# ---- lcd_ctl ----
### Routing congestion, lcd_ctl

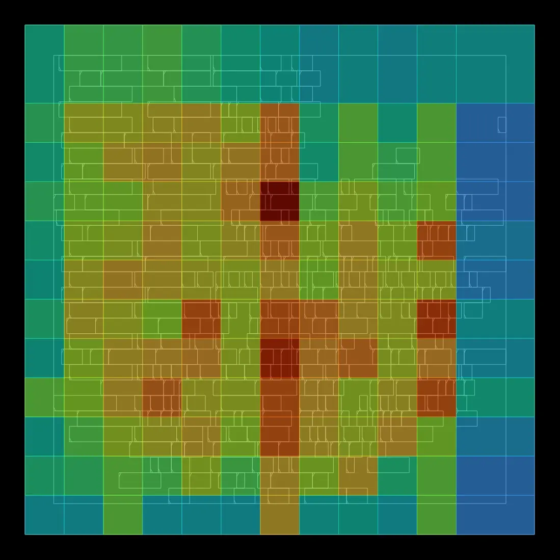

**src/rtl/lcd_ctl.sv**
```systemverilog
// lcd_ctl -- timing engine for an HD44780-compatible character LCD.
//
// Firmware writes a 32-bit control word and toggles the strobe bit once per
// byte. Each toggle queues {RS, DATA} in a small FIFO. An FSM then drains the
// FIFO and produces the setup / enable-pulse / hold / execution-wait
// sequence on the LCD pins.
//
// Ports:
//   clk_i       core clock
//   rst_i       synchronous, active-high reset
//   lcd_word_i  control word: [31]=ON, [10]=strobe (toggle), [9]=RS, [7:0]=DATA
//   lcd_data_o  LCD D7..D0
//   lcd_rs_o    register select
//   lcd_rw_o    read/write, always 0 (write only)
//   lcd_en_o    enable strobe
//   lcd_on_o    panel power/backlight, registered copy of word bit 31
//   busy_o      FIFO non-empty or transfer in progress
//   ovf_o       sticky: a request was dropped because the FIFO was full
module lcd_ctl #(
    parameter int T_SETUP     = 2,
    parameter int T_PULSE     = 12,
    parameter int T_HOLD      = 2,
    parameter int T_EXEC      = 2000,
    parameter int T_EXEC_LONG = 82000,
    parameter int DEPTH       = 4
) (
    input  logic        clk_i,
    input  logic        rst_i,
    input  logic [31:0] lcd_word_i,
    output logic [7:0]  lcd_data_o,
    output logic        lcd_rs_o,
    output logic        lcd_rw_o,
    output logic        lcd_en_o,
    output logic        lcd_on_o,
    output logic        busy_o,
    output logic        ovf_o
);

    localparam int AW    = $clog2(DEPTH);
    localparam int MAX_A = (T_SETUP > T_PULSE) ? T_SETUP : T_PULSE;
    localparam int MAX_B = (T_HOLD > T_EXEC) ? T_HOLD : T_EXEC;
    localparam int MAX_C = (MAX_A > MAX_B) ? MAX_A : MAX_B;
    localparam int MAX_T = (MAX_C > T_EXEC_LONG) ? MAX_C : T_EXEC_LONG;
    // At least 17 bits so the default long execution wait fits.
    localparam int CNT_W = ($clog2(MAX_T) > 17) ? $clog2(MAX_T) : 17;

    localparam logic [CNT_W-1:0] CNT_ONE     = 1;
    localparam logic [CNT_W-1:0] LD_SETUP    = CNT_W'(T_SETUP - 1);
    localparam logic [CNT_W-1:0] LD_PULSE    = CNT_W'(T_PULSE - 1);
    localparam logic [CNT_W-1:0] LD_HOLD     = CNT_W'(T_HOLD - 1);
    localparam logic [CNT_W-1:0] LD_EXEC     = CNT_W'(T_EXEC - 1);
    localparam logic [CNT_W-1:0] LD_EXEC_LNG = CNT_W'(T_EXEC_LONG - 1);

    typedef enum logic [2:0] {
        IDLE,
        SETUP,
        PULSE,
        HOLD,
        EXEC
    } state_t;

    state_t           state, state_nxt;
    logic [CNT_W-1:0] cnt, cnt_nxt;

    logic             strb_q;
    logic             req;
    logic [8:0]       mem [DEPTH];
    logic [8:0]       head;
    logic [AW:0]      wr_ptr, rd_ptr, wr_ptr_nxt, rd_ptr_nxt;
    logic             full, empty, push, pop;

    logic             rs_q;
    logic [7:0]       data_q;
    logic             en_q, on_q, busy_q, ovf_q;
    logic             long_cmd;

    // Bits of the control word this block does not look at.
    logic             unused_bits;
    assign unused_bits = ^{lcd_word_i[30:11], lcd_word_i[8]};

    // Every level change of the strobe bit is one request.
    assign req   = lcd_word_i[10] ^ strb_q;

    assign empty = (wr_ptr == rd_ptr);
    assign full  = (wr_ptr[AW] != rd_ptr[AW]) && (wr_ptr[AW-1:0] == rd_ptr[AW-1:0]);
    // A pop in the same cycle frees the slot, so a push into a full FIFO is
    // still accepted then.
    assign push  = req && (!full || pop);
    assign head  = mem[rd_ptr[AW-1:0]];

    assign wr_ptr_nxt = wr_ptr + {{AW{1'b0}}, push};
    assign rd_ptr_nxt = rd_ptr + {{AW{1'b0}}, pop};

    // Clear display and return home need the long execution wait.
    assign long_cmd = !rs_q && ((data_q == 8'h01) || (data_q == 8'h02) || (data_q == 8'h03));

    always_comb begin
        state_nxt = state;
        cnt_nxt   = cnt;
        pop       = 1'b0;
        case (state)
            IDLE: begin
                if (!empty) begin
                    pop       = 1'b1;
                    cnt_nxt   = LD_SETUP;
                    state_nxt = SETUP;
                end
            end
            SETUP: begin
                if (cnt == '0) begin
                    cnt_nxt   = LD_PULSE;
                    state_nxt = PULSE;
                end else begin
                    cnt_nxt = cnt - CNT_ONE;
                end
            end
            PULSE: begin
                if (cnt == '0) begin
                    cnt_nxt   = LD_HOLD;
                    state_nxt = HOLD;
                end else begin
                    cnt_nxt = cnt - CNT_ONE;
                end
            end
            HOLD: begin
                if (cnt == '0) begin
                    cnt_nxt   = long_cmd ? LD_EXEC_LNG : LD_EXEC;
                    state_nxt = EXEC;
                end else begin
                    cnt_nxt = cnt - CNT_ONE;
                end
            end
            EXEC: begin
                if (cnt == '0) begin
                    state_nxt = IDLE;
                end else begin
                    cnt_nxt = cnt - CNT_ONE;
                end
            end
            default: begin
                state_nxt = IDLE;
            end
        endcase
    end

    // FIFO storage carries no reset; the pointers define what is valid.
    always_ff @(posedge clk_i) begin
        if (push) begin
            mem[wr_ptr[AW-1:0]] <= {lcd_word_i[9], lcd_word_i[7:0]};
        end
    end

    always_ff @(posedge clk_i) begin
        if (rst_i) begin
            strb_q <= 1'b0;
            wr_ptr <= '0;
            rd_ptr <= '0;
            state  <= IDLE;
            cnt    <= '0;
            rs_q   <= 1'b0;
            data_q <= 8'h00;
            en_q   <= 1'b0;
            on_q   <= 1'b0;
            busy_q <= 1'b0;
            ovf_q  <= 1'b0;
        end else begin
            strb_q <= lcd_word_i[10];
            wr_ptr <= wr_ptr_nxt;
            rd_ptr <= rd_ptr_nxt;
            state  <= state_nxt;
            cnt    <= cnt_nxt;
            if (pop) begin
                rs_q   <= head[8];
                data_q <= head[7:0];
            end
            // Outputs are registered from next-state values so they line
            // up with the state they describe.
            en_q   <= (state_nxt == PULSE);
            on_q   <= lcd_word_i[31];
            busy_q <= (state_nxt != IDLE) || (wr_ptr_nxt != rd_ptr_nxt);
            if (req && !push) begin
                ovf_q <= 1'b1;
            end
        end
    end

    assign lcd_data_o = data_q;
    assign lcd_rs_o   = rs_q;
    assign lcd_rw_o   = 1'b0;
    assign lcd_en_o   = en_q;
    assign lcd_on_o   = on_q;
    assign busy_o     = busy_q;
    assign ovf_o      = ovf_q;

endmodule

```
**config.mk**
```make
export PLATFORM = sky130hd
export DESIGN_NAME = lcd_ctl
export DESIGN_NICKNAME = d
export VERILOG_FILES = /design/src/rtl/lcd_ctl.sv
export SDC_FILE = /design/constraint.sdc
export NUM_CORES = 1
export LEC_CHECK = 0
export CAP_MARGIN = 20
export CORE_MARGIN = 5
export CORE_UTILIZATION = 54
export DETAILED_ROUTE_END_ITERATION = 6
export PLACE_DENSITY = 0.79
export SYNTH_ARGS = -nofsm -noshare
export SYNTH_HDL_FRONTEND = slang
export SYNTH_SLANG_ARGS = --single-unit
export TNS_END_PERCENT = 30
```
**constraint.sdc**
```tcl
create_clock -name clk_i -period 3.35 [get_ports clk_i]
set_clock_uncertainty 0.1 [all_clocks]
set_input_delay 1.005 -clock clk_i [delete_from_list [all_inputs] [get_ports clk_i]]
set_output_delay 1.005 -clock clk_i [all_outputs]
set_load 0.05 [all_outputs]
```
# ---- diagonal_matrix_streamer ----
--- config.mk ---
export PLATFORM = sky130hd
export DESIGN_NAME = diagonal_matrix_streamer
export DESIGN_NICKNAME = d
export VERILOG_FILES = /design/src/rtl/diagonal_matrix_streamer_pkg.sv /design/src/rtl/diagonal_matrix_streamer_row_select.sv /design/src/rtl/diagonal_matrix_streamer.sv
export SDC_FILE = /design/constraint.sdc
export NUM_CORES = 1
export LEC_CHECK = 0
export CORE_ASPECT_RATIO = 0.7
export CORE_MARGIN = 4
export CORE_UTILIZATION = 38
export CTS_CLUSTER_DIAMETER = 80
export CTS_CLUSTER_SIZE = 10
export DETAILED_ROUTE_END_ITERATION = 8
export PLACE_DENSITY = 0.86
export SLEW_MARGIN = 20
export SYNTH_ARGS = -nofsm -noshare
export SYNTH_HDL_FRONTEND = slang
export SYNTH_HIERARCHICAL = 1
export SYNTH_SLANG_ARGS = --single-unit
--- constraint.sdc ---
create_clock -name clk -period 1.75 [get_ports clk]
set_clock_uncertainty 0.2 [all_clocks]
set_input_delay 0.175 -clock clk [delete_from_list [all_inputs] [get_ports clk]]
set_output_delay 0.175 -clock clk [all_outputs]
set_load 0.02 [all_outputs]
--- src/rtl/diagonal_matrix_streamer_pkg.sv ---
// Shared types and helpers for the diagonal matrix streamer.
// Defines the FSM state encoding and the row-index width rule.
package diag_stream_pkg;

  typedef enum logic {
    DS_IDLE,
    DS_STREAM
  } ds_state_t;

  // A single-row matrix still needs a 1-bit index.
  function automatic int idx_width(int n);
    return (n <= 1) ? 1 : $clog2(n);
  endfunction

endpackage

--- src/rtl/diagonal_matrix_streamer_row_select.sv ---
// Expands a scalar and a row index into one row of a diagonal matrix.
// The value lands in the column equal to the row index; every other column is zero.
module diagonal_row_select #(
  parameter int BIT_WIDTH = 4,
  parameter int COLS      = 8,
  parameter int IDX_W     = 3
) (
  input  logic [BIT_WIDTH-1:0] value,
  input  logic [IDX_W-1:0]     row_idx,
  output logic [BIT_WIDTH-1:0] row [COLS]
);

  // Indices past the last column match nothing, giving all-zero rows.
  always_comb begin
    for (int j = 0; j < COLS; j++) begin
      row[j] = (int'(row_idx) == j) ? value : '0;
    end
  end

endmodule

--- src/rtl/diagonal_matrix_streamer.sv ---
// Streams a ROWS x COLS diagonal matrix built from one accepted scalar, one row per beat.
// A new scalar is taken on the last-row beat so matrices can run back to back.
module diagonal_matrix_streamer
  import diag_stream_pkg::*;
#(
  parameter int  BIT_WIDTH = 4,
  parameter int  ROWS      = 8,
  parameter int  COLS      = 8,
  localparam int IDX_W     = idx_width(ROWS)
) (
  input  logic                 clk,
  input  logic                 rst,
  input  logic                 in_valid,
  output logic                 in_ready,
  input  logic [BIT_WIDTH-1:0] in,
  output logic                 out_valid,
  input  logic                 out_ready,
  output logic [BIT_WIDTH-1:0] out_row [COLS],
  output logic [IDX_W-1:0]     out_row_idx,
  output logic                 out_last
);

  localparam logic [IDX_W-1:0] LAST_ROW = IDX_W'(ROWS - 1);

  ds_state_t            state;
  logic [BIT_WIDTH-1:0] value_q;
  logic [IDX_W-1:0]     row_q;
  logic                 acc;
  logic                 beat;

  assign out_valid   = (state == DS_STREAM);
  assign out_row_idx = row_q;
  assign out_last    = out_valid && (row_q == LAST_ROW);
  // Open for a new scalar while the final row is being taken.
  assign in_ready    = (state == DS_IDLE) || (out_last && out_ready);
  assign acc         = in_valid && in_ready;
  assign beat        = out_valid && out_ready;

  always_ff @(posedge clk) begin
    if (rst) begin
      state   <= DS_IDLE;
      value_q <= '0;
      row_q   <= '0;
    end else if (acc) begin
      state   <= DS_STREAM;
      value_q <= in;
      row_q   <= '0;
    end else if (beat) begin
      if (row_q != LAST_ROW) begin
        row_q <= row_q + IDX_W'(1);
      end else begin
        state <= DS_IDLE;
      end
    end
  end

  diagonal_row_select #(
    .BIT_WIDTH (BIT_WIDTH),
    .COLS      (COLS),
    .IDX_W     (IDX_W)
  ) u_row_select (
    .value   (value_q),
    .row_idx (row_q),
    .row     (out_row)
  );

endmodule

# ---- mxu_sequencer ----
`src/rtl/mxu_pkg.sv`:
```
// mxu_pkg
// Shared definitions for the mxu systolic-array control path: the matrix
// multiply sequencer state encoding, default array geometry, the width of
// the sequencer's per-state step counter, and lane-slice helpers used to
// locate one NUM_SIZE-wide lane inside a packed lane bus.
// No ports (package).
package mxu_pkg;

  // Default array geometry; the top-level accelerator uses the same values.
  localparam int DEF_NUM_SIZE  = 16;
  localparam int DEF_GRID_SIZE = 2;

  // Width of the per-state step counter inside the sequencer.
  localparam int SEQ_CNT_W = 8;

  // Sequencer phases, in execution order.
  typedef enum logic [2:0] {
    IDLE   = 3'd0,
    LOAD_A = 3'd1,
    LOAD_B = 3'd2,
    FEED   = 3'd3,
    DRAIN  = 3'd4,
    WRITE  = 3'd5,
    DONE   = 3'd6
  } mxu_state_t;

  // Lowest bit of lane 'lane' in a bus of lanes that are 'laneW' bits wide.
  function automatic int laneLsb(input int lane, input int laneW);
    return lane * laneW;
  endfunction

  // Total width of a bus carrying 'lanes' lanes of 'laneW' bits each.
  function automatic int laneBusWidth(input int lanes, input int laneW);
    return lanes * laneW;
  endfunction

endpackage

```
`src/rtl/mxu_skew_feeder.sv`:
```
// mxu_skew_feeder
// Combinational operand skewing for the systolic array. At feed step t,
// west lane i carries A[i][t-i] and north lane j carries B[t-j][j]; lanes
// whose index falls outside the matrix carry 0.
// Ports:
//   i_enable  - drive lanes when high, otherwise all lanes are 0
//   i_step    - feed step t
//   i_a_ops   - A operands, element (r,c) at lane r*GRID_SIZE+c
//   i_b_ops   - B operands, same packing
//   o_west    - west lanes, lane i at [(i+1)*NUM_SIZE-1 : i*NUM_SIZE]
//   o_north   - north lanes, same packing
module mxu_skew_feeder
  import mxu_pkg::*;
#(
  parameter int NUM_SIZE  = DEF_NUM_SIZE,
  parameter int GRID_SIZE = DEF_GRID_SIZE,
  parameter int STEP_W    = SEQ_CNT_W
) (
  input  logic                                    i_enable,
  input  logic [STEP_W-1:0]                       i_step,
  input  logic [NUM_SIZE*GRID_SIZE*GRID_SIZE-1:0] i_a_ops,
  input  logic [NUM_SIZE*GRID_SIZE*GRID_SIZE-1:0] i_b_ops,
  output logic [NUM_SIZE*GRID_SIZE-1:0]           o_west,
  output logic [NUM_SIZE*GRID_SIZE-1:0]           o_north
);

  // Element (r,c) of A enters west lane r at step r+c, and element (r,c)
  // of B enters north lane c at that same step, so a single diagonal test
  // selects both operands.
  always_comb begin
    o_west  = '0;
    o_north = '0;
    if (i_enable) begin
      for (int r = 0; r < GRID_SIZE; r++) begin
        for (int c = 0; c < GRID_SIZE; c++) begin
          if (i_step == STEP_W'(r + c)) begin
            o_west[laneLsb(r, NUM_SIZE) +: NUM_SIZE] =
              i_a_ops[laneLsb(r * GRID_SIZE + c, NUM_SIZE) +: NUM_SIZE];
            o_north[laneLsb(c, NUM_SIZE) +: NUM_SIZE] =
              i_b_ops[laneLsb(r * GRID_SIZE + c, NUM_SIZE) +: NUM_SIZE];
          end
        end
      end
    end
  end

endmodule

```
`src/rtl/mxu_sequencer.sv`:
```
// mxu_sequencer
// Runs one GRID_SIZE x GRID_SIZE matrix multiply per accepted command:
// loads A then B from byte-wide scratch memory, feeds them skewed into the
// systolic array, lets the array drain, writes C back row-major and pulses
// done.
// Ports:
//   clk, rst                  - clock, synchronous active-high reset
//   cmd_valid / cmd_ready     - command handshake (ready only when idle)
//   cmd_a/b/c_addr            - base addresses of A, B and C (row-major)
//   mem_rd_addr / mem_rd_data - scratch read port (data combinational)
//   mem_wr_en/addr/data       - scratch write port
//   mxu_clr, mxu_ce           - array accumulator clear and clock enable
//   mxu_north, mxu_west       - array input lanes
//   mxu_result                - array accumulators, lane k = i*G+j
//   busy, done                - status: not idle / one-cycle completion
module mxu_sequencer
  import mxu_pkg::*;
#(
  parameter int NUM_SIZE     = DEF_NUM_SIZE,
  parameter int GRID_SIZE    = DEF_GRID_SIZE,
  parameter int ADDR_W       = 5,
  parameter int DATA_W       = 8,
  parameter int DRAIN_CYCLES = 2
) (
  input  logic                                    clk,
  input  logic                                    rst,
  input  logic                                    cmd_valid,
  output logic                                    cmd_ready,
  input  logic [ADDR_W-1:0]                       cmd_a_addr,
  input  logic [ADDR_W-1:0]                       cmd_b_addr,
  input  logic [ADDR_W-1:0]                       cmd_c_addr,
  output logic [ADDR_W-1:0]                       mem_rd_addr,
  input  logic [DATA_W-1:0]                       mem_rd_data,
  output logic                                    mem_wr_en,
  output logic [ADDR_W-1:0]                       mem_wr_addr,
  output logic [DATA_W-1:0]                       mem_wr_data,
  output logic                                    mxu_clr,
  output logic                                    mxu_ce,
  output logic [NUM_SIZE*GRID_SIZE-1:0]           mxu_north,
  output logic [NUM_SIZE*GRID_SIZE-1:0]           mxu_west,
  input  logic [NUM_SIZE*GRID_SIZE*GRID_SIZE-1:0] mxu_result,
  output logic                                    busy,
  output logic                                    done
);

  localparam int CELLS = GRID_SIZE * GRID_SIZE;
  localparam int CNT_W = SEQ_CNT_W;
  localparam int OPS_W = laneBusWidth(CELLS, NUM_SIZE);

  mxu_state_t        r_state;
  logic [CNT_W-1:0]  r_cnt;
  logic [ADDR_W-1:0] r_a_base;
  logic [ADDR_W-1:0] r_b_base;
  logic [ADDR_W-1:0] r_c_base;
  logic [OPS_W-1:0]  r_a_ops;
  logic [OPS_W-1:0]  r_b_ops;

  mxu_state_t        w_state_after;
  logic [CNT_W-1:0]  w_cnt_last;
  logic              w_cnt_done;
  logic [NUM_SIZE-1:0] w_rd_ext;
  logic [DATA_W-1:0] w_result_byte;
  logic              w_unused;

  // Operands are unsigned bytes widened to the lane width.
  assign w_rd_ext = NUM_SIZE'(mem_rd_data);

  // Only the low DATA_W bits of each result lane reach memory.
  assign w_unused = ^{1'b0, mxu_result};

  // Length of the current phase and the phase that follows it. The step
  // counter restarts at 0 on every phase change.
  always_comb begin
    w_cnt_last    = '0;
    w_state_after = IDLE;
    case (r_state)
      LOAD_A: begin
        w_cnt_last    = CNT_W'(CELLS - 1);
        w_state_after = LOAD_B;
      end
      LOAD_B: begin
        w_cnt_last    = CNT_W'(CELLS - 1);
        w_state_after = FEED;
      end
      FEED: begin
        w_cnt_last    = CNT_W'(2 * GRID_SIZE - 2);
        w_state_after = DRAIN;
      end
      DRAIN: begin
        w_cnt_last    = CNT_W'(DRAIN_CYCLES - 1);
        w_state_after = WRITE;
      end
      WRITE: begin
        w_cnt_last    = CNT_W'(CELLS - 1);
        w_state_after = DONE;
      end
      default: begin
        w_cnt_last    = '0;
        w_state_after = IDLE;
      end
    endcase
  end

  assign w_cnt_done = (r_cnt == w_cnt_last);

  // Phase sequencing, command capture and operand capture. A reset throws
  // away any command in flight, so the next edge after it is idle again.
  always_ff @(posedge clk) begin
    if (rst) begin
      r_state  <= IDLE;
      r_cnt    <= '0;
      r_a_base <= '0;
      r_b_base <= '0;
      r_c_base <= '0;
      r_a_ops  <= '0;
      r_b_ops  <= '0;
    end else begin
      if (r_state == IDLE) begin
        if (cmd_valid) begin
          r_a_base <= cmd_a_addr;
          r_b_base <= cmd_b_addr;
          r_c_base <= cmd_c_addr;
          r_cnt    <= '0;
          r_state  <= LOAD_A;
        end
      end else if (w_cnt_done) begin
        r_cnt   <= '0;
        r_state <= w_state_after;
      end else begin
        r_cnt <= r_cnt + CNT_W'(1);
      end

      // Step n of a load phase fills element n, i.e. row n/G, column n%G.
      for (int k = 0; k < CELLS; k++) begin
        if (r_cnt == CNT_W'(k)) begin
          if (r_state == LOAD_A) begin
            r_a_ops[laneLsb(k, NUM_SIZE) +: NUM_SIZE] <= w_rd_ext;
          end
          if (r_state == LOAD_B) begin
            r_b_ops[laneLsb(k, NUM_SIZE) +: NUM_SIZE] <= w_rd_ext;
          end
        end
      end
    end
  end

  // Result lane selected by the write step.
  always_comb begin
    w_result_byte = '0;
    for (int k = 0; k < CELLS; k++) begin
      if (r_cnt == CNT_W'(k)) begin
        w_result_byte = mxu_result[laneLsb(k, NUM_SIZE) +: DATA_W];
      end
    end
  end

  // Status, memory and array controls all decode straight from the phase,
  // so a reset takes effect on every output at the same edge.
  always_comb begin
    cmd_ready   = (r_state == IDLE);
    busy        = (r_state != IDLE);
    done        = (r_state == DONE);
    mxu_clr     = (r_state == LOAD_A) && (r_cnt == '0);
    mxu_ce      = (r_state == FEED) || (r_state == DRAIN);
    mem_rd_addr = '0;
    mem_wr_en   = 1'b0;
    mem_wr_addr = '0;
    mem_wr_data = '0;
    if (r_state == LOAD_A) begin
      mem_rd_addr = r_a_base + ADDR_W'(r_cnt);
    end else if (r_state == LOAD_B) begin
      mem_rd_addr = r_b_base + ADDR_W'(r_cnt);
    end
    if (r_state == WRITE) begin
      mem_wr_en   = 1'b1;
      mem_wr_addr = r_c_base + ADDR_W'(r_cnt);
      mem_wr_data = w_result_byte;
    end
  end

  mxu_skew_feeder #(
    .NUM_SIZE (NUM_SIZE),
    .GRID_SIZE(GRID_SIZE),
    .STEP_W   (CNT_W)
  ) u_feeder (
    .i_enable(r_state == FEED),
    .i_step  (r_cnt),
    .i_a_ops (r_a_ops),
    .i_b_ops (r_b_ops),
    .o_west  (mxu_west),
    .o_north (mxu_north)
  );

endmodule

```
`config.mk`:
```
export PLATFORM = sky130hd
export DESIGN_NAME = mxu_sequencer
export DESIGN_NICKNAME = d
export VERILOG_FILES = /design/src/rtl/mxu_pkg.sv /design/src/rtl/mxu_skew_feeder.sv /design/src/rtl/mxu_sequencer.sv
export SDC_FILE = /design/constraint.sdc
export NUM_CORES = 1
export LEC_CHECK = 0
export CAP_MARGIN = 25
export CORE_MARGIN = 4
export CORE_UTILIZATION = 50
export DETAILED_ROUTE_END_ITERATION = 10
export PLACE_DENSITY_LB_ADDON = 0.3
export SLEW_MARGIN = 20
export SYNTH_ARGS = -nofsm -noshare
export SYNTH_HDL_FRONTEND = slang
export SYNTH_HIERARCHICAL = 1
export SYNTH_SLANG_ARGS = --single-unit
```
`constraint.sdc`:
```
create_clock -name clk -period 5.95 [get_ports clk]
set_clock_uncertainty 0.2 [all_clocks]
set_input_delay 1.19 -clock clk [delete_from_list [all_inputs] [get_ports clk]]
set_output_delay 1.19 -clock clk [all_outputs]
set_load 0.02 [all_outputs]
```
# ---- axi_wr_rr_arbiter ----
--- config.mk ---
export PLATFORM = sky130hd
export DESIGN_NAME = axi_wr_rr_arbiter
export DESIGN_NICKNAME = d
export VERILOG_FILES = /design/src/rtl/axi_wr_rr_arbiter.sv
export SDC_FILE = /design/constraint.sdc
export NUM_CORES = 1
export LEC_CHECK = 0
export ABC_CLOCK_PERIOD_IN_PS = 6700
export CAP_MARGIN = 40
export CORE_AREA = 10 10 177 179
export DETAILED_ROUTE_END_ITERATION = 10
export DIE_AREA = 0 0 187 189
export PLACE_DENSITY = 0.57
export REMOVE_ABC_BUFFERS = 1
export SLEW_MARGIN = 20
export SYNTH_ARGS = -nofsm -noshare
export SYNTH_HDL_FRONTEND = slang
export SYNTH_SLANG_ARGS = --single-unit
--- constraint.sdc ---
create_clock -name clk -period 6.7 [get_ports clk]
set_clock_uncertainty 0.1 [all_clocks]
set_input_delay 1.34 -clock clk [delete_from_list [all_inputs] [get_ports clk]]
set_output_delay 1.34 -clock clk [all_outputs]
set_load 0.03 [all_outputs]
--- src/rtl/axi_wr_rr_arbiter.sv ---
// N-master to 1-slave AXI4 write-path arbiter: round-robin AW, W routed in
// AW-acceptance order through an index FIFO, B routed back by ID prefix.
module axi_wr_rr_arbiter #(
    parameter int NUM_MASTERS  = 4,
    parameter int ADDR_WIDTH   = 32,
    parameter int DATA_WIDTH   = 32,
    parameter int ID_WIDTH     = 4,
    parameter int W_FIFO_DEPTH = 4,
    localparam int IDX_W = (NUM_MASTERS > 1) ? $clog2(NUM_MASTERS) : 1,
    localparam int SID_W = ID_WIDTH + IDX_W,
    localparam int AW_W  = ADDR_WIDTH + 13,
    localparam int W_W   = DATA_WIDTH + DATA_WIDTH / 8 + 1,
    localparam int MAW   = ID_WIDTH + AW_W
) (
    input  logic                       clk,
    input  logic                       rst_n,
    input  logic [NUM_MASTERS*MAW-1:0] m_aw_pld,
    input  logic [NUM_MASTERS-1:0]     m_awvalid,
    output logic [NUM_MASTERS-1:0]     m_awready,
    input  logic [NUM_MASTERS*W_W-1:0] m_w_pld,
    input  logic [NUM_MASTERS-1:0]     m_wvalid,
    output logic [NUM_MASTERS-1:0]     m_wready,
    output logic [ID_WIDTH+1:0]        m_b_pld,
    output logic [NUM_MASTERS-1:0]     m_bvalid,
    input  logic [NUM_MASTERS-1:0]     m_bready,
    output logic [SID_W+AW_W-1:0]      s_aw_pld,
    output logic                       s_awvalid,
    input  logic                       s_awready,
    output logic [W_W-1:0]             s_w_pld,
    output logic                       s_wvalid,
    input  logic                       s_wready,
    input  logic [SID_W+1:0]           s_b_pld,
    input  logic                       s_bvalid,
    output logic                       s_bready
);

    localparam int PTR_W = $clog2(W_FIFO_DEPTH);

    typedef enum logic {IDLE, ISSUE} aw_state_t;

    aw_state_t        state, state_nxt;
    logic [IDX_W-1:0] rr_ptr, rr_ptr_nxt;
    logic [IDX_W-1:0] sel, sel_nxt;
    logic [IDX_W-1:0] pick;
    logic             found;

    logic [IDX_W-1:0] fifo_mem [W_FIFO_DEPTH];
    logic [PTR_W:0]   wr_ptr, rd_ptr;
    logic             fifo_full, fifo_empty;
    logic             push, pop;
    logic [IDX_W-1:0] head;
    logic [W_W-1:0]   head_w;
    logic             head_wvalid;

    logic [IDX_W-1:0] b_idx;
    logic [31:0]      b_idx_ext;

    // First requester at or above the pointer, else lowest requester (wrap).
    always_comb begin
        pick  = '0;
        found = 1'b0;
        for (int i = 0; i < NUM_MASTERS; i++) begin
            if (!found && m_awvalid[i] && i >= int'(rr_ptr)) begin
                found = 1'b1;
                pick  = IDX_W'(i);
            end
        end
        for (int i = 0; i < NUM_MASTERS; i++) begin
            if (!found && m_awvalid[i]) begin
                found = 1'b1;
                pick  = IDX_W'(i);
            end
        end
    end

    always_ff @(posedge clk or negedge rst_n) begin
        if (!rst_n) begin
            state  <= IDLE;
            rr_ptr <= '0;
            sel    <= '0;
        end else begin
            state  <= state_nxt;
            rr_ptr <= rr_ptr_nxt;
            sel    <= sel_nxt;
        end
    end

    always_comb begin
        state_nxt  = state;
        sel_nxt    = sel;
        rr_ptr_nxt = rr_ptr;
        unique case (state)
            IDLE: begin
                if (found && !fifo_full) begin
                    sel_nxt   = pick;
                    state_nxt = ISSUE;
                end
            end
            ISSUE: begin
                if (s_awready) begin
                    state_nxt  = IDLE;
                    rr_ptr_nxt = (int'(sel) == NUM_MASTERS - 1) ? '0 : sel + 1'b1;
                end
            end
        endcase
    end

    assign s_awvalid = (state == ISSUE);
    assign s_aw_pld  = {sel, m_aw_pld[int'(sel)*MAW +: MAW]};
    assign push      = s_awvalid && s_awready;

    always_comb begin
        m_awready = '0;
        for (int i = 0; i < NUM_MASTERS; i++) begin
            m_awready[i] = s_awvalid && (int'(sel) == i) && s_awready;
        end
    end

    // Index FIFO: one entry per accepted AW, retired on the burst's WLAST.
    assign fifo_empty = (wr_ptr == rd_ptr);
    assign fifo_full  = (wr_ptr[PTR_W] != rd_ptr[PTR_W]) &&
                        (wr_ptr[PTR_W-1:0] == rd_ptr[PTR_W-1:0]);
    assign head       = fifo_mem[rd_ptr[PTR_W-1:0]];
    assign head_w     = m_w_pld[int'(head)*W_W +: W_W];

    always_ff @(posedge clk or negedge rst_n) begin
        if (!rst_n) begin
            wr_ptr <= '0;
            rd_ptr <= '0;
            for (int i = 0; i < W_FIFO_DEPTH; i++) begin
                fifo_mem[i] <= '0;
            end
        end else begin
            if (push) begin
                fifo_mem[wr_ptr[PTR_W-1:0]] <= sel;
                wr_ptr <= wr_ptr + 1'b1;
            end
            if (pop) begin
                rd_ptr <= rd_ptr + 1'b1;
            end
        end
    end

    always_comb begin
        head_wvalid = 1'b0;
        m_wready    = '0;
        for (int i = 0; i < NUM_MASTERS; i++) begin
            if (int'(head) == i) begin
                head_wvalid = m_wvalid[i];
                m_wready[i] = !fifo_empty && s_wready;
            end
        end
    end

    assign s_w_pld  = head_w;
    assign s_wvalid = !fifo_empty && head_wvalid;
    assign pop      = s_wvalid && s_wready && head_w[0];

    // B path is combinational; gated by reset so no response leaks out.
    assign b_idx     = s_b_pld[SID_W+1 -: IDX_W];
    assign b_idx_ext = 32'(b_idx);
    assign m_b_pld   = s_b_pld[ID_WIDTH+1:0];

    always_comb begin
        m_bvalid = '0;
        s_bready = 1'b0;
        if (rst_n) begin
            s_bready = 1'b1;
            for (int i = 0; i < NUM_MASTERS; i++) begin
                if (b_idx_ext == i) begin
                    m_bvalid[i] = s_bvalid;
                    s_bready    = m_bready[i];
                end
            end
        end
    end

endmodule

### I/O nets highlighted, axi_wr_rr_arbiter

(1.5 px per um)
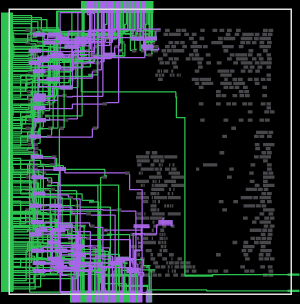
legend:
  purple:
    port: s_aw_pld
    direction: output
    edge: 27 bottom, 24 top
    end_cells: 51
    wire: 3,980 um
  green:
    port: m_aw_pld
    direction: input
    edge: 137 left, 29 bottom, 28 top, 2 right
    end_cells: 49
    wire: 9,440 um

==> CHANGELOG.md, axi_wr_rr_arbiter <==
### Physical design

* Post-DP HPWL at 27,100 um
* Cell area after synthesis at 3290 um2
* Fraction of registers with async set/reset at 100%
* Setup TNS at 0 ns
* Max FFs per register at 8
* Largest cells by area: mux4_2 60%, dfrtp_1 14%, ha_1 3.4%
* M3 GR Usage at 6.67%
* Buf/Inv on CP at 2
* Well Taps at 378
* # nets final at 1,059
* Yosys Chip Area at between 3000 and 4000 um2
* Worst slew margin at between 40% and 50%
* Outcome: complete, no violations
* Compound Share, Synth at 3.39%
* Placeable core region at between 20,000 and 30,000 um2
* Grt ovf at 0
* Clock buf/inv share at 0.955%
* Drt pass-1 iters at 4
* Biggest regs: fifo_mem x8, rd_ptr x3, wr_ptr x3
* Cycle use final at 68.4%
* Fp_density at around an eighth
* Slew Limit Fails at 0
* Power Density at ~440 nW/um2
-- axi_wr_rr_arbiter: tightest hold or removal path, delay by kind of cell, from the launching register on --
kind,cells,cell delay (ns)
DFF,1,0.34
AOI/OAI and AO/OA,1,0.06
and+or+nand+nor,1,0.05
-- axi_wr_rr_arbiter: power by group --
| group | leakage (nW) | total (mW) | internal, mW | switching (mW) |
|---|---|---|---|---|
| Clock | 0.0409 | 0.120 | 0.0799 | 0.0405 |
| Sequential | 0.229 | 0.266 | 0.174 | 0.0922 |
| Combinational | 2.70 | 3.33 | 1.56 | 1.78 |
| Total | 2.97 | 3.72 | 1.81 | 1.91 |
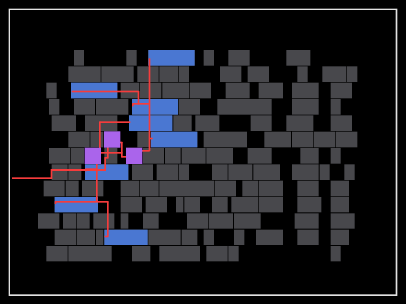
*Clock wires, drivers and flops, diagonal_matrix_streamer*
(6 px per um)
legend:
  blue:
    item: flip-flops
    count: 8
  red:
    item: clock wires
    length: 103 um
  purple:
    item: clock-net drivers
    count: 3
routed clock nets: 4

==> CHANGELOG.md, diagonal_matrix_streamer <==
### Physical design

* Min Tclk post-route at 1.71 ns
* Die Ht at 47.4 um
* Vias at 804
* Comb area leader: simple AND/OR/NAND/NOR gates
* Final Non-Filler Cells at ~160
* Final tally of setup violations at 0
* H-tree depth at 1
* Initial DRC Count at 50
* Layout cells sized above 1 at about 56%
* Worst r2r path cells at 7
* Seq area share at 12.3%
* Drt pass-1 iters at 4
* Post-synth regs at 8
* Post-Synth Adder-Cell Area at 2.97%
* Outcome: complete, no violations
* Comb pwr at approximately 120 uW
* Slowest Stage Delay on Critical Path at between 0.3 and 0.4 ns
* Crit. path cell count at 3
[diagonal_matrix_streamer: worst reg2reg max path: stages (launching register included)]
cell and delay [ns]:
dfxtp_2 0.37, ha_2 0.20, ha_4 0.15, a21boi_4 0.06, buf_4 0.14, nor2b_2 0.15, buf_12 0.14, mux2i_1 0.18
[diagonal_matrix_streamer: per-layer routing]
metal | share of wire [%] | up-vias
met5 | 0 | -
met4 | 0 | 0
met3 | 6.6 | 0
met2 | 49 | 27
met1 | 44 | 375
li1 | - | 402
[diagonal_matrix_streamer: flip-flops by register name, indices dropped and copies added (netlist names)]
signal       cells
out_valid        1
value_q          4
out_row_idx      3
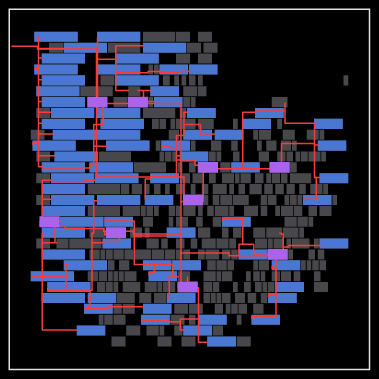
*Clock wires, drivers and flops, lcd_ctl*
(4 px per um)
legend:
  red:
    item: clock wires
    length: 873 um
  purple:
    item: clock-net drivers
    count: 9
  blue:
    item: flip-flops
    count: 76
routed clock nets: 10
Late-Pin Clk Latency: 0.36 ns
P_clk: 691 uW
clock share of power: 18.3%

Notes on 'Routing congestion' of lcd_ctl above:
met1 usage: 22.6%
M3 GR Usage: 5.75%
mean routed wirelength per cell: 15.4 um

==> CHANGELOG.md, lcd_ctl <==
### Physical design

* Min Tclk post-route at ~2.7 ns
* Final hold violations at 0
* Comb power frac at 46.7%
* Die width at ~90 um
* Most used routing layer: met2
* DP Area at between 3000 and 4000 um2
* Crit-path cells: clkdlybuf4s50_1
* Finished Cell Area at 3940 um2
* I/O Pins at roughly 48
* Int Pwr at around 2.2 mW
* Top area contributor share at 31.5%
* Antenna Nets Post-Route at 0
* FP Rows at 29
* Post-DP HPWL at 4620 um
* Sequential cell area at 1880 um2
* Root Driver: clkbuf_8
* Worst min path class: reg -> reg
* WHS Path Cells at 2
* Outcome: complete, no violations
* Post-synth EDFFs at 36
## lcd_ctl: flip-flops by register name (all words and copies together) (netlist names)
name / flops
busy_o: 1
cnt: 17
lcd_data_o: 8
lcd_en_o: 1
lcd_on_o: 1
lcd_rs_o: 1
mem: 36
ovf_o: 1
rd_ptr: 3
state: 3
strb_q: 1
wr_ptr: 3
## lcd_ctl: power by group through the flow
stage               combinational, mW  sequential (mW)  clock, mW
detailed placement               1.75             1.34          0
finish                           1.76             1.32      0.691
CTS                              1.77             1.32      0.707
global route                     1.94             1.35      0.753
global placement                 1.73             1.33          0
floorplan                        1.20             1.47          0
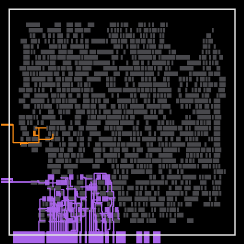
*I/O nets highlighted, mxu_sequencer*
(2 px per um)
legend:
  purple:
    port: mxu_result
    direction: input
    edge: 62 bottom, 2 left
    end_cells: 32
    wire: 804 um
  orange:
    port: cmd_ready
    direction: output
    edge: left
    end_cells: 1
    wire: 52.0 um
IO buf count: 113
I/O Pins: 178

==> CHANGELOG.md, mxu_sequencer <==
### Physical design

* Antenna Cells at 0
* # nets final at 957
* Mean routed wirelength per cell at about 15 um
* Cell area after synthesis at 5420 um2
* All-Layer GR Usage at roughly a quarter
* Max Fclk at 205 MHz
* Sw Share at between 30% and 40%
* Least-Margin Pin Slew at about 1 ns
* Slowest Stage Delay on Critical Path at 0.64 ns
* Crit Path Class: reg -> out
* Comb pwr at approximately 340 uW
* Distinct cells, synth at 52
* Largest net degree at the start of global routing at approximately 87
* P_clk at between 400 and 500 uW
* Vias at 5,351
* Largest cells by area: dfxtp_1 33%, a21oi_1 8.8%, nand2_1 7.3%
* Clock Sinks at 90
* Fp_density at 51.8%
* Mux share at between 5 and 6%
* Outcome: complete, no violations
* Worst slack at placement at 1.49 ns
mxu_sequencer: routing by layer:
metal / share of wire, % / vias up / GRT usage [%]
li1: - / 2662 / -
met1: 40 / 2465 / 28.8
met2: 50 / 191 / 41.2
met3: 7.0 / 33 / 4.91
met4: 2.6 / 0 / 7.37
met5: 0 / - / 0
mxu_sequencer: stage by stage:
step / hold slack, ns / cell area, um2
2_1_floorplan: 0.236 / 5660
3_3_place_gp: 0.242 / 6700
3_5_place_dp: 0.246 / 6710
4_1_cts: 0.259 / 6900
5_1_grt: 0.280 / 6900
6_report: 0.259 / 6900

# ---- sevenseg_scan ----
### Clock wires, drivers and flops, sevenseg_scan

(4 px per um)
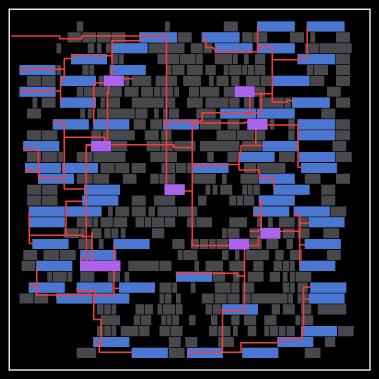

===== src/rtl/sevenseg_scan.sv =====
// sevenseg_scan: four-digit multiplexed seven-segment driver with blanking guard.
// Optional leading-zero blanking: define SEVENSEG_LEADING_ZERO_BLANK_EN.
//
// Ports:
//   clk, rst_n  : system clock, async active-low reset
//   en          : scan enable (low blanks display, holds counters)
//   load, value : one-cycle capture strobe and 16-bit value (nibble d -> digit d)
//   dp_mask     : live decimal-point enables, bit d -> digit d
//   seg, dp, an : active-low segments {g..a}, decimal point, anodes
//   frame_done  : one-cycle pulse at the start of each new frame
module sevenseg_scan #(
  parameter int CLK_DIV      = 100000,
  parameter int BLANK_CYCLES = 1000
) (
  input  logic        clk,
  input  logic        rst_n,
  input  logic        en,
  input  logic        load,
  input  logic [15:0] value,
  input  logic [3:0]  dp_mask,
  output logic [6:0]  seg,
  output logic        dp,
  output logic [3:0]  an,
  output logic        frame_done
);

  localparam int CW = $clog2(CLK_DIV);
  localparam logic [CW-1:0] CNT_MAX = CW'(CLK_DIV - 1);
  localparam logic [CW-1:0] BLK_LIM = CW'(BLANK_CYCLES);

  typedef enum logic {
    PH_BLANK,
    PH_SHOW
  } phase_e;

  logic [15:0]   pending_q, pending_d;
  logic [15:0]   shown_q, shown_d;
  logic [1:0]    digit_q, digit_d;
  logic [CW-1:0] cnt_q, cnt_d;
  logic [6:0]    seg_q, seg_d;
  logic          dp_q, dp_d;
  logic [3:0]    an_q, an_d;
  logic          fd_q, fd_d;
  phase_e        phase_d;
  logic [3:0]    nib;
`ifdef SEVENSEG_LEADING_ZERO_BLANK_EN
  logic          lz;
`endif

  function automatic logic [6:0] decode(input logic [3:0] n);
    logic [6:0] s;
    unique case (n)
      4'h0: s = 7'h40;
      4'h1: s = 7'h79;
      4'h2: s = 7'h24;
      4'h3: s = 7'h30;
      4'h4: s = 7'h19;
      4'h5: s = 7'h12;
      4'h6: s = 7'h02;
      4'h7: s = 7'h78;
      4'h8: s = 7'h00;
      4'h9: s = 7'h10;
      4'hA: s = 7'h08;
      4'hB: s = 7'h03;
      4'hC: s = 7'h46;
      4'hD: s = 7'h21;
      4'hE: s = 7'h06;
      4'hF: s = 7'h0E;
      default: s = 7'h7F;
    endcase
    return s;
  endfunction

  // Next-state: counters advance only when enabled; load is always taken.
  always_comb begin
    pending_d = load ? value : pending_q;
    shown_d   = shown_q;
    digit_d   = digit_q;
    cnt_d     = cnt_q;
    fd_d      = 1'b0;
    if (en) begin
      if (cnt_q == CNT_MAX) begin
        cnt_d   = '0;
        digit_d = 2'(digit_q + 2'd1);
        if (digit_q == 2'd3) begin
          // pending_d already holds a same-cycle load, giving the bypass
          shown_d = pending_d;
          fd_d    = 1'b1;
        end
      end else begin
        cnt_d = cnt_q + CW'(1);
      end
    end
  end

  // Outputs are built from next-state so they line up with cnt/digit.
  always_comb begin
    phase_d = (cnt_d < BLK_LIM) ? PH_BLANK : PH_SHOW;
    nib     = shown_d[{digit_d, 2'b00} +: 4];
    seg_d   = 7'h7F;
    an_d    = 4'hF;
    dp_d    = 1'b1;
`ifdef SEVENSEG_LEADING_ZERO_BLANK_EN
    lz      = (digit_d != 2'd0) &&
              ((shown_d >> {digit_d, 2'b00}) == 16'h0000);
`endif
    if (en && phase_d == PH_SHOW) begin
      an_d  = ~(4'b0001 << digit_d);
      seg_d = decode(nib);
      dp_d  = ~dp_mask[digit_d];
`ifdef SEVENSEG_LEADING_ZERO_BLANK_EN
      if (lz) seg_d = 7'h7F;
`endif
    end
  end

  always_ff @(posedge clk or negedge rst_n) begin
    if (!rst_n) begin
      pending_q <= 16'h0000;
      shown_q   <= 16'h0000;
      digit_q   <= 2'd0;
      cnt_q     <= '0;
      seg_q     <= 7'h7F;
      dp_q      <= 1'b1;
      an_q      <= 4'hF;
      fd_q      <= 1'b0;
    end else begin
      pending_q <= pending_d;
      shown_q   <= shown_d;
      digit_q   <= digit_d;
      cnt_q     <= cnt_d;
      seg_q     <= seg_d;
      dp_q      <= dp_d;
      an_q      <= an_d;
      fd_q      <= fd_d;
    end
  end

  assign seg        = seg_q;
  assign dp         = dp_q;
  assign an         = an_q;
  assign frame_done = fd_q;

endmodule


===== config.mk =====
export PLATFORM = sky130hd
export DESIGN_NAME = sevenseg_scan
export DESIGN_NICKNAME = d
export VERILOG_FILES = /design/src/rtl/sevenseg_scan.sv
export SDC_FILE = /design/constraint.sdc
export NUM_CORES = 1
export LEC_CHECK = 0
export CAP_MARGIN = 20
export CORE_MARGIN = 2
export CORE_UTILIZATION = 50
export DETAILED_ROUTE_END_ITERATION = 10
export GPL_ROUTABILITY_DRIVEN = 1
export GPL_TIMING_DRIVEN = 0
export PLACE_DENSITY_LB_ADDON = 0.08
export SLEW_MARGIN = 20
export SYNTH_ARGS = -nofsm -noshare
export SYNTH_HDL_FRONTEND = slang
export SYNTH_SLANG_ARGS = --single-unit

===== constraint.sdc =====
create_clock -name clk -period 3.2 [get_ports clk]
set_clock_uncertainty 0.15 [all_clocks]
set_input_delay 0.64 -clock clk [delete_from_list [all_inputs] [get_ports clk]]
set_output_delay 0.64 -clock clk [all_outputs]
set_load 0.01 [all_outputs]

# ---- l2_write_buffer ----
--- src/rtl/l2_write_buffer.sv ---
// Victim write buffer between the L2 physical-memory port and memory.
// Writebacks are acknowledged from a small FIFO and drained to memory in idle cycles.
//
//   state      | meaning
//   -----------+----------------------------------------------------------
//   S_IDLE     | accept upstream request, or start a drain when the buffer is non-empty
//   S_READ_MEM | read miss: memory read in flight
//   S_DRAIN    | head entry being written to memory; never aborted
//   S_RESP     | one-cycle completion pulse to L2
module l2_write_buffer #(
   parameter int BLOCK_W = 256,
   parameter int ADDR_W  = 16,
   parameter int DEPTH   = 4
) (
   input  logic               clk,
   input  logic               rst_n,
   input  logic [ADDR_W-1:0]  mem_address,
   input  logic               mem_read,
   input  logic               mem_write,
   input  logic [BLOCK_W-1:0] mem_wdata,
   output logic [BLOCK_W-1:0] mem_rdata,
   output logic               mem_resp,
   output logic [ADDR_W-1:0]  pmem_address,
   output logic               pmem_read,
   output logic               pmem_write,
   output logic [BLOCK_W-1:0] pmem_wdata,
   input  logic [BLOCK_W-1:0] pmem_rdata,
   input  logic               pmem_resp
);
   localparam int OFS   = $clog2(BLOCK_W / 8);
   localparam int TAG_W = ADDR_W - OFS;
   localparam int PTR_W = $clog2(DEPTH);
   localparam int CNT_W = $clog2(DEPTH + 1);
   localparam logic [CNT_W-1:0] CNT_FULL = CNT_W'(DEPTH);

   typedef enum logic [1:0] {S_IDLE, S_READ_MEM, S_DRAIN, S_RESP} state_t;
   state_t state, state_nxt;

   logic [DEPTH-1:0]   ent_valid;
   logic [TAG_W-1:0]   ent_tag  [DEPTH];
   logic [BLOCK_W-1:0] ent_data [DEPTH];
   logic [PTR_W-1:0]   head, tail;
   logic [CNT_W-1:0]   count;
   logic [BLOCK_W-1:0] rdata_q;

   logic [TAG_W-1:0]   req_tag;
   logic               hit;
   logic [PTR_W-1:0]   hit_idx;
   logic               full;
   logic               do_rd_hit, do_rd_mem, do_coalesce, do_enq, do_pop;
   logic               unused_ofs;

   assign req_tag    = mem_address[ADDR_W-1:OFS];
   assign full       = (count == CNT_FULL);
   assign unused_ofs = ^mem_address[OFS-1:0];
   assign mem_rdata  = rdata_q;

   // Coalescing guarantees at most one valid entry per block, so the match is one-hot.
   always_comb begin
      hit     = 1'b0;
      hit_idx = '0;
      for (int i = 0; i < DEPTH; i++) begin
         if (ent_valid[i] && (ent_tag[i] == req_tag)) begin
            hit     = 1'b1;
            hit_idx = PTR_W'(i);
         end
      end
   end

   always_ff @(posedge clk or negedge rst_n) begin
      if (!rst_n) state <= S_IDLE;
      else        state <= state_nxt;
   end

   always_comb begin
      state_nxt    = state;
      do_rd_hit    = 1'b0;
      do_rd_mem    = 1'b0;
      do_coalesce  = 1'b0;
      do_enq       = 1'b0;
      do_pop       = 1'b0;
      mem_resp     = 1'b0;
      pmem_read    = 1'b0;
      pmem_write   = 1'b0;
      pmem_address = '0;
      pmem_wdata   = '0;
      case (state)
         S_IDLE: begin
            if (mem_read) begin
               if (hit) begin
                  do_rd_hit = 1'b1;
                  state_nxt = S_RESP;
               end else begin
                  state_nxt = S_READ_MEM;
               end
            end else if (mem_write) begin
               if (hit) begin
                  do_coalesce = 1'b1;
                  state_nxt   = S_RESP;
               end else if (!full) begin
                  do_enq    = 1'b1;
                  state_nxt = S_RESP;
               end else begin
                  // write stays pending upstream until a slot frees
                  state_nxt = S_DRAIN;
               end
            end else if (count != '0) begin
               state_nxt = S_DRAIN;
            end
         end
         S_READ_MEM: begin
            pmem_read    = 1'b1;
            pmem_address = {req_tag, {OFS{1'b0}}};
            if (pmem_resp) begin
               do_rd_mem = 1'b1;
               state_nxt = S_RESP;
            end
         end
         S_DRAIN: begin
            pmem_write   = 1'b1;
            pmem_address = {ent_tag[head], {OFS{1'b0}}};
            pmem_wdata   = ent_data[head];
            if (pmem_resp) begin
               do_pop    = 1'b1;
               state_nxt = S_IDLE;
            end
         end
         S_RESP: begin
            mem_resp  = 1'b1;
            state_nxt = S_IDLE;
         end
         default: state_nxt = S_IDLE;
      endcase
   end

   // Enqueue happens only in IDLE and pop only in DRAIN, so count never sees both at once.
   always_ff @(posedge clk or negedge rst_n) begin
      if (!rst_n) begin
         ent_valid <= '0;
         head      <= '0;
         tail      <= '0;
         count     <= '0;
         rdata_q   <= '0;
         for (int i = 0; i < DEPTH; i++) begin
            ent_tag[i]  <= '0;
            ent_data[i] <= '0;
         end
      end else begin
         if (do_rd_hit)   rdata_q <= ent_data[hit_idx];
         if (do_rd_mem)   rdata_q <= pmem_rdata;
         if (do_coalesce) ent_data[hit_idx] <= mem_wdata;
         if (do_enq) begin
            ent_valid[tail] <= 1'b1;
            ent_tag[tail]   <= req_tag;
            ent_data[tail]  <= mem_wdata;
            tail            <= tail + 1'b1;
            count           <= count + 1'b1;
         end
         if (do_pop) begin
            ent_valid[head] <= 1'b0;
            head            <= head + 1'b1;
            count           <= count - 1'b1;
         end
      end
   end

endmodule

--- config.mk ---
export PLATFORM = sky130hd
export DESIGN_NAME = l2_write_buffer
export DESIGN_NICKNAME = d
export VERILOG_FILES = /design/src/rtl/l2_write_buffer.sv
export SDC_FILE = /design/constraint.sdc
export NUM_CORES = 2
export LEC_CHECK = 0
export ABC_CLOCK_PERIOD_IN_PS = 7000
export CAP_MARGIN = 10
export CORE_AREA = 2 2 415 417
export CTS_CLUSTER_DIAMETER = 150
export DETAILED_ROUTE_END_ITERATION = 10
export DIE_AREA = 0 0 417 419
export GPL_ROUTABILITY_DRIVEN = 0
export PLACE_DENSITY_LB_ADDON = 0.05
export SYNTH_ARGS = -nofsm -noshare
export SYNTH_HDL_FRONTEND = slang
export SYNTH_SLANG_ARGS = --single-unit
--- constraint.sdc ---
create_clock -name clk -period 7 [get_ports clk]
set_input_delay 2.1 -clock clk [delete_from_list [all_inputs] [get_ports clk]]
set_output_delay 2.1 -clock clk [all_outputs]
set_load 0.1 [all_outputs]
### I/O nets highlighted, sevenseg_scan

(3 px per um)
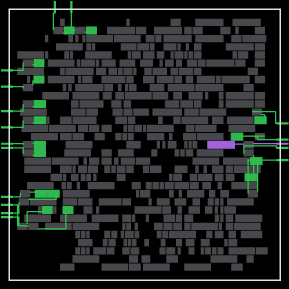
legend:
  green:
    port: value
    direction: input
    edge: 10 left, 4 right, 2 top
    end_cells: 16
    wire: 224 um
  purple:
    port: frame_done
    direction: output
    edge: right
    end_cells: 1
    wire: 11.9 um
I/O Pins: 37
IO buf count: 34

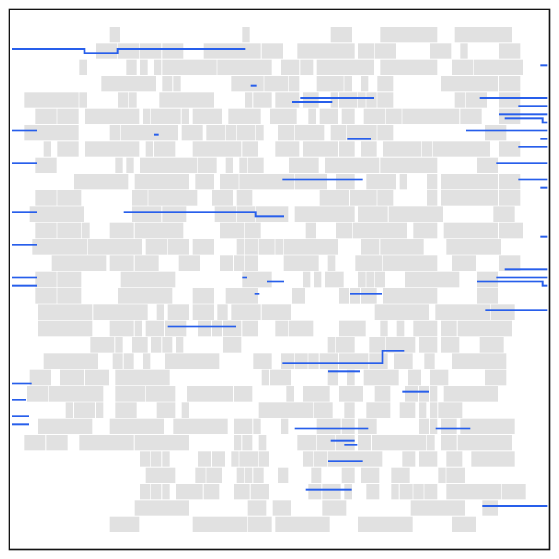
*The metal 3 layer, sevenseg_scan*
(6 px per um)
share of all routed wire: 4.4%
main direction: horizontal
longest straight run: 21.8 um

Notes on 'Clock wires, drivers and flops' of sevenseg_scan above:
legend:
  purple:
    item: clock-net drivers
    count: 9
  blue:
    item: flip-flops
    count: 64
  red:
    item: clock wires
    length: 830 um
routed clock nets: 10
flops lie: spread over the die
P_clk: 659 uW
clock share of power: 34.6%
Late-Pin Clk Latency: 0.34 ns

==> CHANGELOG.md, sevenseg_scan <==
### Physical design

* Comb power frac at 16.5%
* Crit. path cell count at 9
* XOR Share, Synth at 4.96%
* Post-synth EDFFs at 0
* Mi-comb count at 226
* Buf/Inv on CP at 0
* Outcome: complete, but fails checks
* Failing checks: setup timing
* Crit-path cells: or4_4 -> or4_4 -> o21ai_4 -> and2_4 -> a211oi_2 -> or2_4 -> ha_1 -> and2_4 -> o311ai_2
* Main flop type: dfrtp_1
* Setup ws final at -0.0315 ns
* Final tally of setup violations at 3
* Slew Limit Fails at 0
* FP Rows at 31
* Worst Setup SP: cnt_q[12]$_DFF_PN0_
sevenseg_scan: metrics by stage:
| step | total power [mW] | setup TNS (ns) | std cells | utilization (%) |
|---|---|---|---|---|
| floorplan | 1.15 | 0 | 332 | - |
| global route | 2.00 | -0.519 | 493 | 63.6 |
| CTS | 1.92 | -0.0573 | 489 | 62.5 |
| detailed placement | 1.26 | -2.59 | 466 | 58.0 |
| global placement | 1.25 | -42.26 | 465 | 57.8 |
| finish | 1.91 | -0.0717 | 493 | 63.6 |
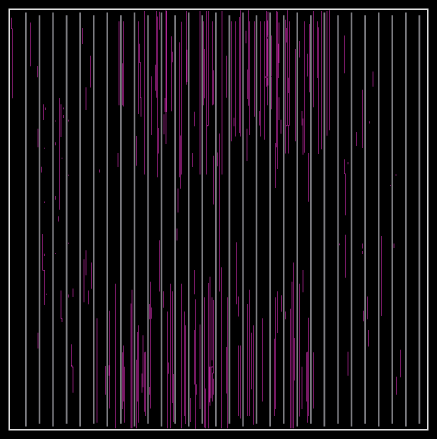
*M4 wires, l2_write_buffer*
(1 px per um) Supply wires on this layer in gray.
wire length on this layer: 12,900 um
longest straight run: 165 um
nets with wire on the layer: 167

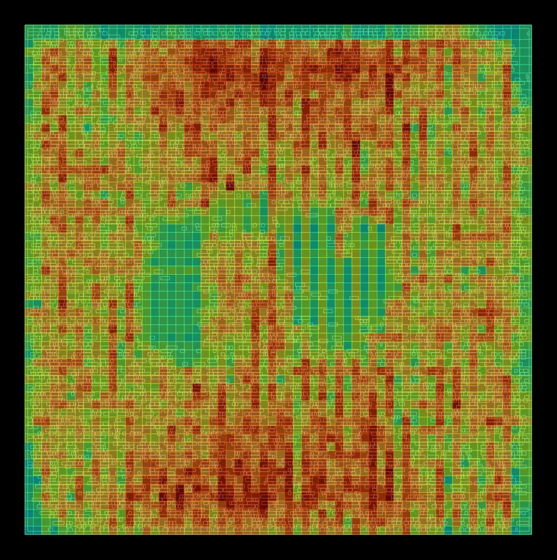
*Routing congestion, l2_write_buffer*
final core occ: 50.0%
routing usage on met2: 45.9%
most used routing layer: met2
M3 GR Usage: 5.41%
All-Layer GR Usage: 28.6%

==> CHANGELOG.md, l2_write_buffer <==
### Physical design

* Nonclk inv count at 10
* Comb area leader: multiplexers
* TritonCTS clock tree: yes
* Outcome: complete, no violations
* Die Ht at 419 um
* Met1 usage at a little over a third
* And+or+nand+nor area frac at 8.71%
* Sequential cell area at 33,500 um2
* Combinational share of cell area at ~37%
* P_clk at 8.70 mW
* Cycle use final at 86.7%
* Largest cells by area: dfrtp_1 50%, mux2_2 9.7%, mux4_2 9.0%
* Worst Setup SP: head[1]$_DFFE_PN0P_
* VDD IR max at 0.383 mV
* Slew Limit Fails at 0
* Post-synth EDFFs at 0
* Comb power frac at 50.1%
* Late-Pin Clk Latency at 0.80 ns
* Int Pwr at 24.7 mW
* RSZ-0062 raised after global routing: false
* Main flop type: dfrtp_1
* Tool Warnings at between 80 and 90
* H-tree depth at 4
* WHS Path Cells at 1
* Worst R2R Setup Slack at 3.33 ns
* Crit path DRT at between 4 and 5 ns
* Crit path DAT at 3.97 ns
* P_seq at 14.0 mW
## l2_write_buffer: state kept, by name, summed over array words and instances, names as in the netlist
signal / flops
ent_data: 1024
mem_rdata: 256
ent_tag: 44
ent_valid: 4
count: 3
head: 2
state: 2
tail: 2
## l2_write_buffer: critical path, cell delays in order (launching register included)
cell and delay, ns:
dfrtp_4 0.79, buf_12 0.45, buf_4 0.34, mux4_2 0.22, and2_1 0.13, clkdlybuf4s50_1 1.20

==> layout pictures side by side <==
Local utilization.
Plate I
(1 px per um) The die is cut into 21 by 21 equal tiles; dark blue is low, red is high, 0 to 100% covered.
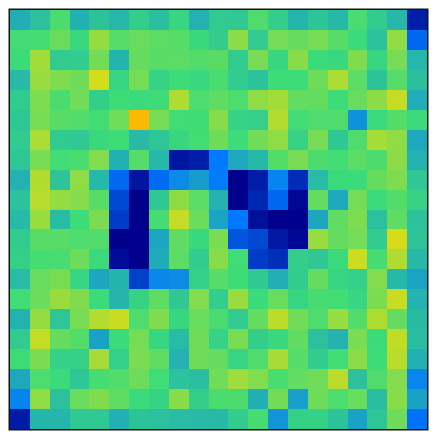
Plate II
(4 px per um) The die is cut into 9 by 9 equal tiles; dark blue is low, red is high, 0 to 100% covered.
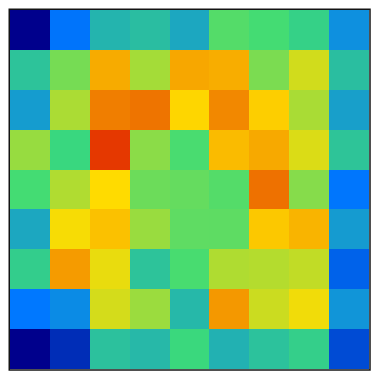
Of these, highest utilization: Plate II
Of these, largest die: Plate I
Plate II comes from sevenseg_scan.
Plate I comes from l2_write_buffer.

Key to Plate I:
nearly empty tiles: 2.5%
tiles over 75% full: 0.20%
emptiest ninth of the die: middle
fullest tile: 79%
mean over tiles: 47%



==> screenshots <==
Routing congestion.
picture 1
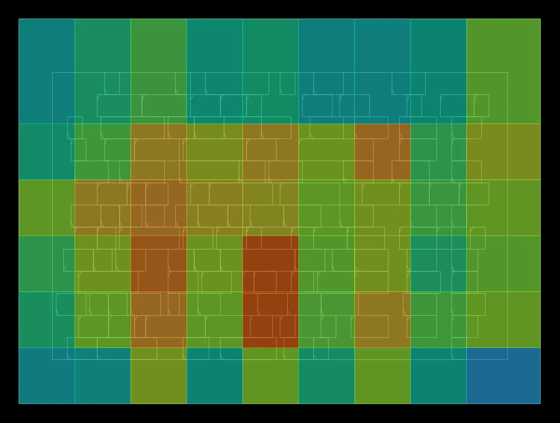
picture 2
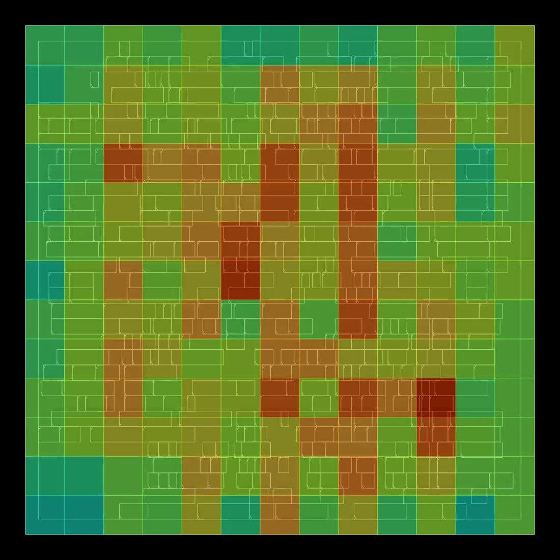
picture 3
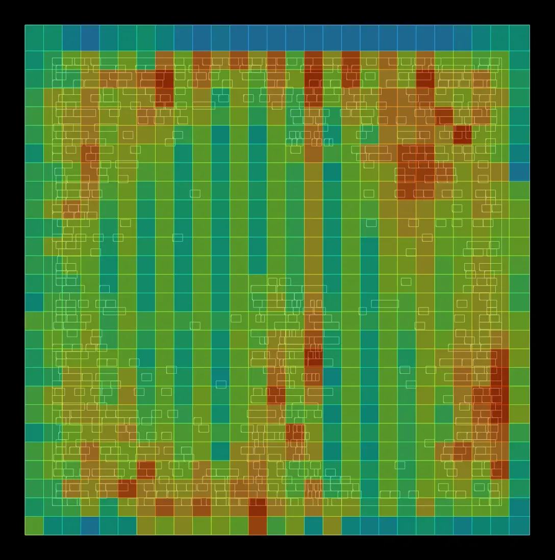
picture 4
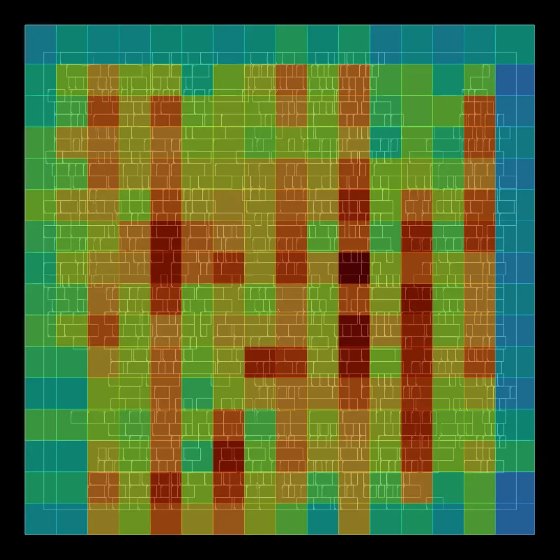
sevenseg_scan -> picture 2
axi_wr_rr_arbiter -> picture 3
mxu_sequencer -> picture 4
diagonal_matrix_streamer -> picture 1
The one with the highest track usage is picture 4.
The one with the lowest utilization is picture 3.

Power figures rest on the tool's default switching activity, not on a simulated workload.
